==================== montgomery_to_domain_flat
Figure 1. Where the registers sit (montgomery_to_domain_flat).
Scale: 1 px per um. Other cells in gray.
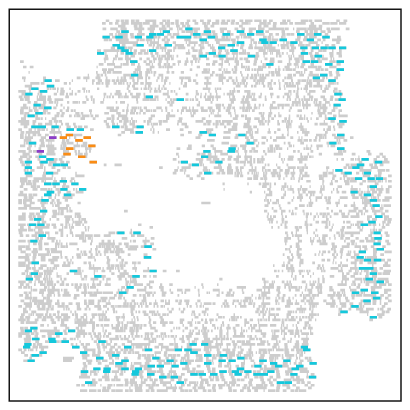

### config.mk
export PLATFORM = sky130hd
export DESIGN_NAME = montgomery_to_domain_flat
export DESIGN_NICKNAME = d
export VERILOG_FILES = /design/src/rtl/mont_pkg.sv /design/src/rtl/montgomery_to_domain_if.sv /design/src/rtl/montgomery_mod_double.sv /design/src/rtl/montgomery_to_domain.sv /design/src/flat_wrapper.sv
export SDC_FILE = /design/constraint.sdc
export NUM_CORES = 1
export LEC_CHECK = 0
export CAP_MARGIN = 20
export CORE_MARGIN = 8
export CORE_UTILIZATION = 25
export DETAILED_ROUTE_END_ITERATION = 7
export PLACE_DENSITY = 0.56
export SYNTH_ARGS = -nofsm -noshare
export SYNTH_HDL_FRONTEND = slang
export SYNTH_HIERARCHICAL = 1
export SYNTH_SLANG_ARGS = --single-unit
### constraint.sdc
create_clock -name i_Clk -period 10.39 [get_ports i_Clk]
set_clock_uncertainty 0.2 [all_clocks]
set_input_delay 1.039 -clock i_Clk [delete_from_list [all_inputs] [get_ports i_Clk]]
set_output_delay 1.039 -clock i_Clk [all_outputs]
set_load 0.02 [all_outputs]
### src/rtl/mont_pkg.sv
// rtl/mont_pkg.sv - shared Montgomery state encoding, default width and counter sizing
package mont_pkg;

    localparam int MONT_K_BITS_DEFAULT = 256;

    localparam logic [1:0] IDLE  = 2'd0;
    localparam logic [1:0] LOAD  = 2'd1;
    localparam logic [1:0] SHIFT = 2'd2;
    localparam logic [1:0] DONE  = 2'd3;

    typedef enum logic [1:0] {
        ST_IDLE  = IDLE,
        ST_LOAD  = LOAD,
        ST_SHIFT = SHIFT,
        ST_DONE  = DONE
    } mont_state_t;

    // One extra bit so the counter can represent K_BITS itself.
    function automatic int mont_cnt_width(input int k);
        return $clog2(k) + 1;
    endfunction

    localparam int MONT_CNT_W_DEFAULT = mont_cnt_width(MONT_K_BITS_DEFAULT);

endpackage

### src/rtl/montgomery_to_domain_if.sv
// rtl/montgomery_to_domain_if.sv - start/done handshake and operand bus for the domain converter
interface montgomery_to_domain_if #(
    parameter int K_BITS = 256
);
    logic              i_Start;
    logic [K_BITS-1:0] i_A;
    logic [K_BITS-1:0] i_m;
    logic [K_BITS-1:0] o_P;
    logic              o_Done;
    logic              o_Err;

    modport master (
        output i_Start, i_A, i_m,
        input  o_P, o_Done, o_Err
    );

    modport slave (
        input  i_Start, i_A, i_m,
        output o_P, o_Done, o_Err
    );
endinterface

### src/rtl/montgomery_mod_double.sv
// rtl/montgomery_mod_double.sv - combinational modular doubling: p_next = 2*p mod m, given p < m
module montgomery_mod_double #(
    parameter int K_BITS = 256
) (
    input  logic [K_BITS-1:0] p,
    input  logic [K_BITS-1:0] m,
    output logic [K_BITS-1:0] p_next
);
    logic [K_BITS:0]   t;
    logic [K_BITS+1:0] d;
    logic [K_BITS:0]   sel;
    logic              unused_sel_top;

    assign t = {p, 1'b0};
    assign d = {1'b0, t} - {2'b00, m};

    // t < 2m, so a single conditional subtract lands in [0, m); bit K is then always 0.
    assign sel            = d[K_BITS+1] ? t : d[K_BITS:0];
    assign p_next         = sel[K_BITS-1:0];
    assign unused_sel_top = sel[K_BITS];

endmodule

### src/rtl/montgomery_to_domain.sv
// rtl/montgomery_to_domain.sv - bit-serial A*2^K mod m converter; MONT_TO_DOMAIN_RANGE_CHECK_EN enables input range check
module montgomery_to_domain
    import mont_pkg::*;
#(
    parameter int K_BITS = MONT_K_BITS_DEFAULT
) (
    input logic                   i_Clk,
    input logic                   i_Rst,
    montgomery_to_domain_if.slave bus
);
    localparam int              CNT_W    = mont_cnt_width(K_BITS);
    localparam logic [CNT_W-1:0] CNT_LAST = CNT_W'(K_BITS - 1);

    mont_state_t       state;
    mont_state_t       state_nxt;
    logic [CNT_W-1:0]  cnt;
    logic [K_BITS-1:0] p;
    logic [K_BITS-1:0] p_dbl;
    logic              load_err;

`ifdef MONT_TO_DOMAIN_RANGE_CHECK_EN
    logic err;
    assign load_err   = (bus.i_A >= bus.i_m) || !bus.i_m[0];
    assign bus.o_Err  = err;
`else
    assign load_err   = 1'b0;
    assign bus.o_Err  = 1'b0;
`endif

    montgomery_mod_double #(.K_BITS(K_BITS)) u_mod_double (
        .p      (p),
        .m      (bus.i_m),
        .p_next (p_dbl)
    );

    always_ff @(posedge i_Clk) begin
        if (i_Rst) begin
            state <= ST_IDLE;
            cnt   <= '0;
            p     <= '0;
`ifdef MONT_TO_DOMAIN_RANGE_CHECK_EN
            err   <= 1'b0;
`endif
        end else begin
            state <= state_nxt;
            case (state)
                ST_LOAD: begin
                    p   <= load_err ? '0 : bus.i_A;
                    cnt <= '0;
`ifdef MONT_TO_DOMAIN_RANGE_CHECK_EN
                    err <= load_err;
`endif
                end
                ST_SHIFT: begin
                    p   <= p_dbl;
                    cnt <= cnt + CNT_W'(1);
                end
                default: ;
            endcase
        end
    end

    // DONE waits for i_Start to drop so a held request cannot retrigger.
    always_comb begin
        state_nxt = state;
        case (state)
            ST_IDLE:  if (bus.i_Start) state_nxt = ST_LOAD;
            ST_LOAD:  state_nxt = load_err ? ST_DONE : ST_SHIFT;
            ST_SHIFT: if (cnt == CNT_LAST) state_nxt = ST_DONE;
            ST_DONE:  if (!bus.i_Start) state_nxt = ST_IDLE;
            default:  state_nxt = ST_IDLE;
        endcase
    end

    assign bus.o_P    = p;
    assign bus.o_Done = (state == ST_DONE);

endmodule

### src/flat_wrapper.sv
// flat-port wrapper written by rule: the top's interface ports become plain ports
module montgomery_to_domain_flat import mont_pkg::*;
#(
    parameter int K_BITS = MONT_K_BITS_DEFAULT
)
  (i_Clk, i_Rst, bus_i_Start, bus_i_A, bus_i_m, bus_o_P, bus_o_Done, bus_o_Err);
  montgomery_to_domain_if #(.K_BITS(K_BITS)) bus_i ();
  input logic i_Clk;
  input logic i_Rst;
  input wire logic [$bits(bus_i.i_Start)-1:0] bus_i_Start;
  input wire logic [$bits(bus_i.i_A)-1:0] bus_i_A;
  input wire logic [$bits(bus_i.i_m)-1:0] bus_i_m;
  output wire logic [$bits(bus_i.o_P)-1:0] bus_o_P;
  output wire logic [$bits(bus_i.o_Done)-1:0] bus_o_Done;
  output wire logic [$bits(bus_i.o_Err)-1:0] bus_o_Err;
  assign bus_i.i_Start = bus_i_Start;
  assign bus_i.i_A = bus_i_A;
  assign bus_i.i_m = bus_i_m;
  assign bus_o_P = bus_i.o_P;
  assign bus_o_Done = bus_i.o_Done;
  assign bus_o_Err = bus_i.o_Err;
  montgomery_to_domain #(.K_BITS(K_BITS)) u_core (.i_Clk(i_Clk), .i_Rst(i_Rst), .bus(bus_i));
endmodule
==================== mem_arbiter
[src/rtl/mem_arbiter.sv]
// Two-requester memory arbiter: data port has priority over instruction fetch,
// with a starvation limit for fetch, a BUSY timeout and a sticky error state.
module mem_arbiter #(
  parameter int unsigned TIMEOUT    = 32,
  parameter int unsigned STARVE_LIM = 3
) (
  input  logic        clk,
  input  logic        rst,
  input  logic        if_req,
  input  logic [15:0] if_addr,
  output logic [15:0] if_rdata,
  output logic        if_done,
  output logic        if_stall,
  input  logic        d_rd,
  input  logic        d_wr,
  input  logic [15:0] d_addr,
  input  logic [15:0] d_wdata,
  output logic [15:0] d_rdata,
  output logic        d_done,
  output logic        d_stall,
  output logic        mem_en,
  output logic        mem_wr,
  output logic [15:0] mem_addr,
  output logic [15:0] mem_wdata,
  input  logic [15:0] mem_rdata,
  input  logic        mem_done,
  output logic        err
);

  localparam int unsigned SW = (STARVE_LIM < 1) ? 1 : $clog2(STARVE_LIM + 1);
  localparam int unsigned TW = (TIMEOUT < 2) ? 1 : $clog2(TIMEOUT + 1);

  typedef enum logic [2:0] {
    IDLE   = 3'd0,
    D_BUSY = 3'd1,
    I_BUSY = 3'd2,
    DONE   = 3'd3,
    ERR    = 3'd4
  } state_t;

  state_t        state;
  logic [SW-1:0] starve;
  logic [TW-1:0] tcnt;
  logic          data_req;
  logic          fetch_turn;

  assign data_req   = d_rd | d_wr;
  // Fetch wins only once data has been granted STARVE_LIM times in a row over it.
  assign fetch_turn = if_req & (starve == SW'(STARVE_LIM));

  assign d_stall  = (state == ERR) | (data_req & ~d_done);
  assign if_stall = (state == ERR) | (if_req & ~if_done);

  always_ff @(posedge clk) begin
    if (rst) begin
      state     <= IDLE;
      mem_en    <= 1'b0;
      mem_wr    <= 1'b0;
      mem_addr  <= 16'h0000;
      mem_wdata <= 16'h0000;
      d_rdata   <= 16'h0000;
      if_rdata  <= 16'h0000;
      d_done    <= 1'b0;
      if_done   <= 1'b0;
      err       <= 1'b0;
      starve    <= '0;
      tcnt      <= '0;
    end else begin
      mem_en  <= 1'b0;
      d_done  <= 1'b0;
      if_done <= 1'b0;
      case (state)
        IDLE: begin
          tcnt <= '0;
          if (d_rd && d_wr) begin
            state <= ERR;
            err   <= 1'b1;
          end else if (data_req && !fetch_turn) begin
            state     <= D_BUSY;
            mem_en    <= 1'b1;
            mem_wr    <= d_wr;
            mem_addr  <= d_addr;
            mem_wdata <= d_wdata;
            if (if_req && (starve != SW'(STARVE_LIM)))
              starve <= starve + SW'(1);
          end else if (if_req) begin
            state     <= I_BUSY;
            mem_en    <= 1'b1;
            mem_wr    <= 1'b0;
            mem_addr  <= if_addr;
            mem_wdata <= 16'h0000;
            starve    <= '0;
          end
        end
        D_BUSY, I_BUSY: begin
          if (mem_done) begin
            state <= DONE;
            if (state == I_BUSY) begin
              if_rdata <= mem_rdata;
              if_done  <= 1'b1;
            end else begin
              if (!mem_wr)
                d_rdata <= mem_rdata;
              d_done <= 1'b1;
            end
          end else if (tcnt == TW'(TIMEOUT - 1)) begin
            state <= ERR;
            err   <= 1'b1;
          end else begin
            tcnt <= tcnt + TW'(1);
          end
        end
        DONE: state <= IDLE;
        ERR:  err   <= 1'b1;
        default: state <= IDLE;
      endcase
    end
  end

endmodule
[config.mk]
export PLATFORM = sky130hd
export DESIGN_NAME = mem_arbiter
export DESIGN_NICKNAME = d
export VERILOG_FILES = /design/src/rtl/mem_arbiter.sv
export SDC_FILE = /design/constraint.sdc
export NUM_CORES = 1
export LEC_CHECK = 0
export CORE_MARGIN = 2
export CORE_UTILIZATION = 45
export DETAILED_ROUTE_END_ITERATION = 8
export GPL_ROUTABILITY_DRIVEN = 0
export HOLD_SLACK_MARGIN = 0.03
export PLACE_DENSITY = 0.81
export SLEW_MARGIN = 20
export SYNTH_ARGS = -nofsm -noshare
export SYNTH_HDL_FRONTEND = slang
export SYNTH_SLANG_ARGS = --single-unit
export TNS_END_PERCENT = 50
[constraint.sdc]
create_clock -name clk -period 3.55 [get_ports clk]
set_input_delay 0.8875 -clock clk [delete_from_list [all_inputs] [get_ports clk]]
set_output_delay 0.8875 -clock clk [all_outputs]
set_load 0.01 [all_outputs]

==> screenshots <==
Floorplan with the power grid.
picture 1
Scale: 4 px per um. Pins as bars on the die edge.
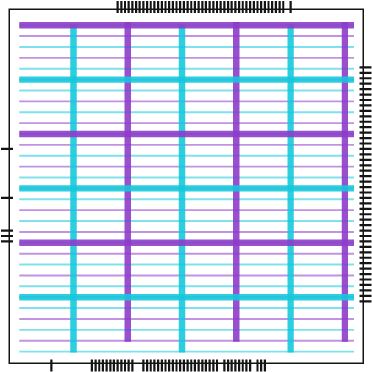
picture 2
Scale: 1 px per um. Pins as bars on the die edge.
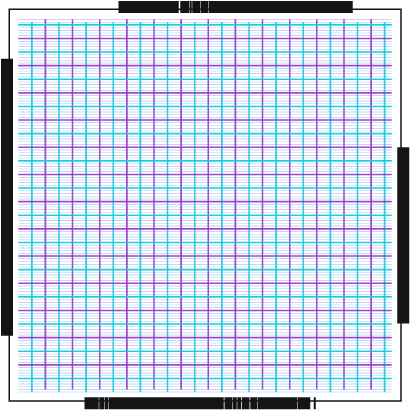
- montgomery_to_domain_flat = picture 2
- mem_arbiter = picture 1
Of these, most pins: picture 2
Of these, largest die: picture 2

Key to picture 1:
| net | color |
|---|---|
| VSS | cyan |
| VDD | purple |
met1 rails: 31
signal pins: 141
rows: 30

Figure 2. Where the registers sit (mem_arbiter).
Scale: 6 px per um. Other sequential cells in the stronger gray, the rest of the logic in the fainter gray.
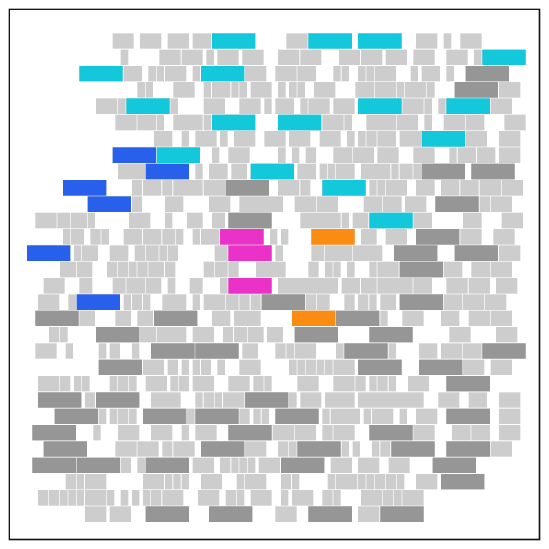
| name in the netlist | color | flops |
|---|---|---|
| starve | orange | 2 |
| tcnt | blue | 6 |
| state | magenta | 3 |
| mem_addr | cyan | 16 |
not colored: 53
sequential cell area share: 33.0%
Util after Layout: 71.0%
Flop area: 0.00160 sq mm
Power Sequential: 1.17 mW

==> results.txt, mem_arbiter <==
flow finished, numbers: critical path launch point=if_req, Avg WL per Cell=15.1 um, DRC errors left=0, pre-CTS setup slack=0.298 ns, most frequent logic cell in the layout=clkdlybuf4s50_1, outcome=complete, no violations, main flop type=dfxtp_1, post-route cell area=0.00485 sq mm, CTS tree=yes, critical path class=primary input to output pin, Insertion Delay late pin=roughly 0.35 ns, hold depth=2, Well-Tap Cells=about 96, DR WL met3=533 um, FF-to-FF End=mem_wdata[5]$_SDFFE_PP0P_, count of tool warnings=26, post-detail-place hpwl=between 6000 and 7000 um, 1st-iter DRT viols=143, DRT Pass-1 Iters=5, total track usage=22.8%, Pleak=1.75 nW, most frequent cells in the layout=clkdlybuf4s50_1 (139), nand2_1 (111), dfxtp_1 (80), a21oi_1 (39), nor2_1 (22), CP Launch Type=primary input, f_max=301 MHz, Signal buffers=148, largest net degree at the start of global routing=38
mem_arbiter: routing by layer:
layer / up-vias / global-route usage, %
li1: 1574 / -
met1: 1444 / 28.9
met2: 92 / 37.9
met3: 16 / 5.00
met4: 0 / 8.82
met5: - / 0
mem_arbiter: kinds of logic (layout without fill, tap and decap cells):
group	Yosys count	after routing	share of synthesized area, %
buffers and inverters	28	169	4.52
AOI/OAI and AO/OA	93	93	20.9
adders and majority gates	3	3	1.10
xor gates and xnor gates	2	2	0.550
and+or+nand+nor	164	164	22.3
DFF	80	80	50.3
muxes	1	1	0.314
Figure 3. Placed cells, one color a class (montgomery_to_domain_flat).
Scale: 1 px per um. Fill, decap, tap and diode cells in gray.
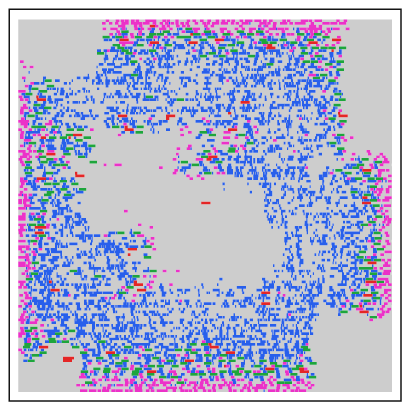
| class | color | cells |
|---|---|---|
| flip-flops | green | 267 |
| other buffers and delay cells | magenta | 796 |
| clock drivers and dummy loads | red | 65 |
| all other logic | blue | 4637 |

Notes on Figure 1 above:
| name in the netlist | color | flops |
|---|---|---|
| u_core/bus.o_P | cyan | 256 |
| u_core/cnt | orange | 9 |
| u_core/state | purple | 2 |
Flop area: 0.00535 sq mm
sequential cell area share: 11.9%

==> results.txt, montgomery_to_domain_flat <==
flow finished, numbers: VDD IR-drop max=0.000218 V, clock-pin slew of the registers on the worst-case setup and hold paths=0.05 ns, Avg WL per Cell=approximately 26 um, Ant. Diodes=19, routed vias=about 41k, post-CTS setup buffers=0, Critical Path, Cell by Cell=clkdlybuf4s50_1 -> inv_1 -> ha_1 -> and3_1 -> a221o_2 -> a211oi_1 -> o31ai_1 -> a221oi_1 -> a211oi_1 -> o2111ai_1 -> a21oi_1 -> o311ai_1 -> a21boi_1 -> o211ai_1 -> and3_1 -> o31ai_1 -> mux2i_1 -> a211oi_1, unrepaired setup endpoints after global routing=false, xor/xnor share=6.38%, vias in the first global route=39.9k, largest net degree at the start of global routing=216, CTS tree=yes, Placer Congestion=0.989, final hold violation count=0, outcome=complete, no violations, FF+latch count=between 200 and 300, crit-path max FO=5, RR Startpoint=u_core/bus.o_P[4]$_SDFFE_PP0P_, IO buf count=~770, logic share of the area=59.3%, first-pass GRT wire length=279000 um, most instantiated library cell after synthesis=nand2_1, Post-synth EDFFs=0, setup TNS=0 ns, Max Cap Viol=0
==> montgomery_to_domain_flat: through the flow <==
stage          power (mW)  setup WS [ns]  area [sq um]
2_1_floorplan        7.81           5.58         35000
3_3_place_gp         10.8           2.76         43700
3_5_place_dp         10.8           2.74         43700
4_1_cts              12.3           3.34         45000
5_1_grt              13.2           2.99         45000
6_report             12.4           2.94         45000
==> montgomery_to_domain_flat: power by group through the flow <==
stage	clock network, mW	logic [mW]	registers (mW)
global route	1.49	9.80	1.88
CTS	1.46	9.00	1.84
finish	1.41	9.13	1.84
detailed placement	0	8.96	1.85
floorplan	0	5.75	2.06
global placement	0	8.94	1.85


==> gallery <==
Routed clock nets over the placement.
(a)
Scale: 6 px per um.
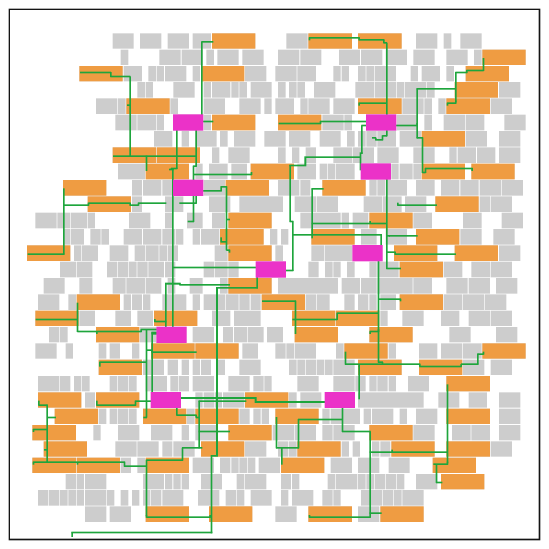
(b)
Scale: 1.5 px per um.
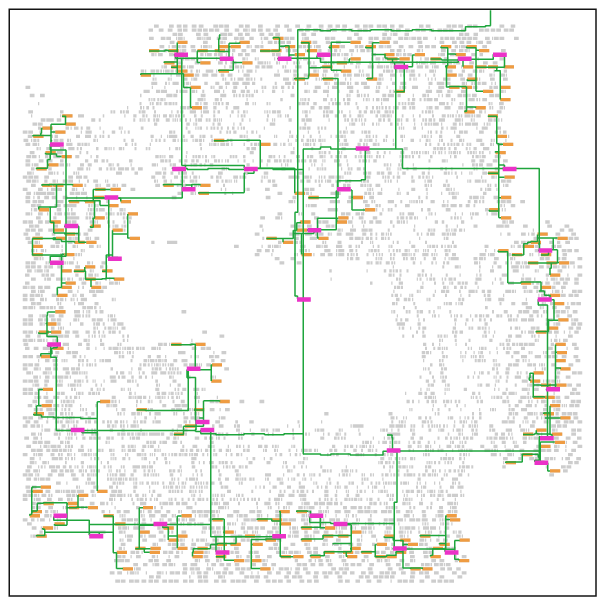
Of these, largest die: (b)
Of these, most sequential cells: (b)
(b) is montgomery_to_domain_flat.
(a) is mem_arbiter.

Key to (a):
[clock wires] green | length: 928 um
[cells driving clock nets] magenta | count: 9
[flip-flops] orange | count: 80
flops lie: widely spread

No activity file was given, so power comes from the tool's default toggle rates.
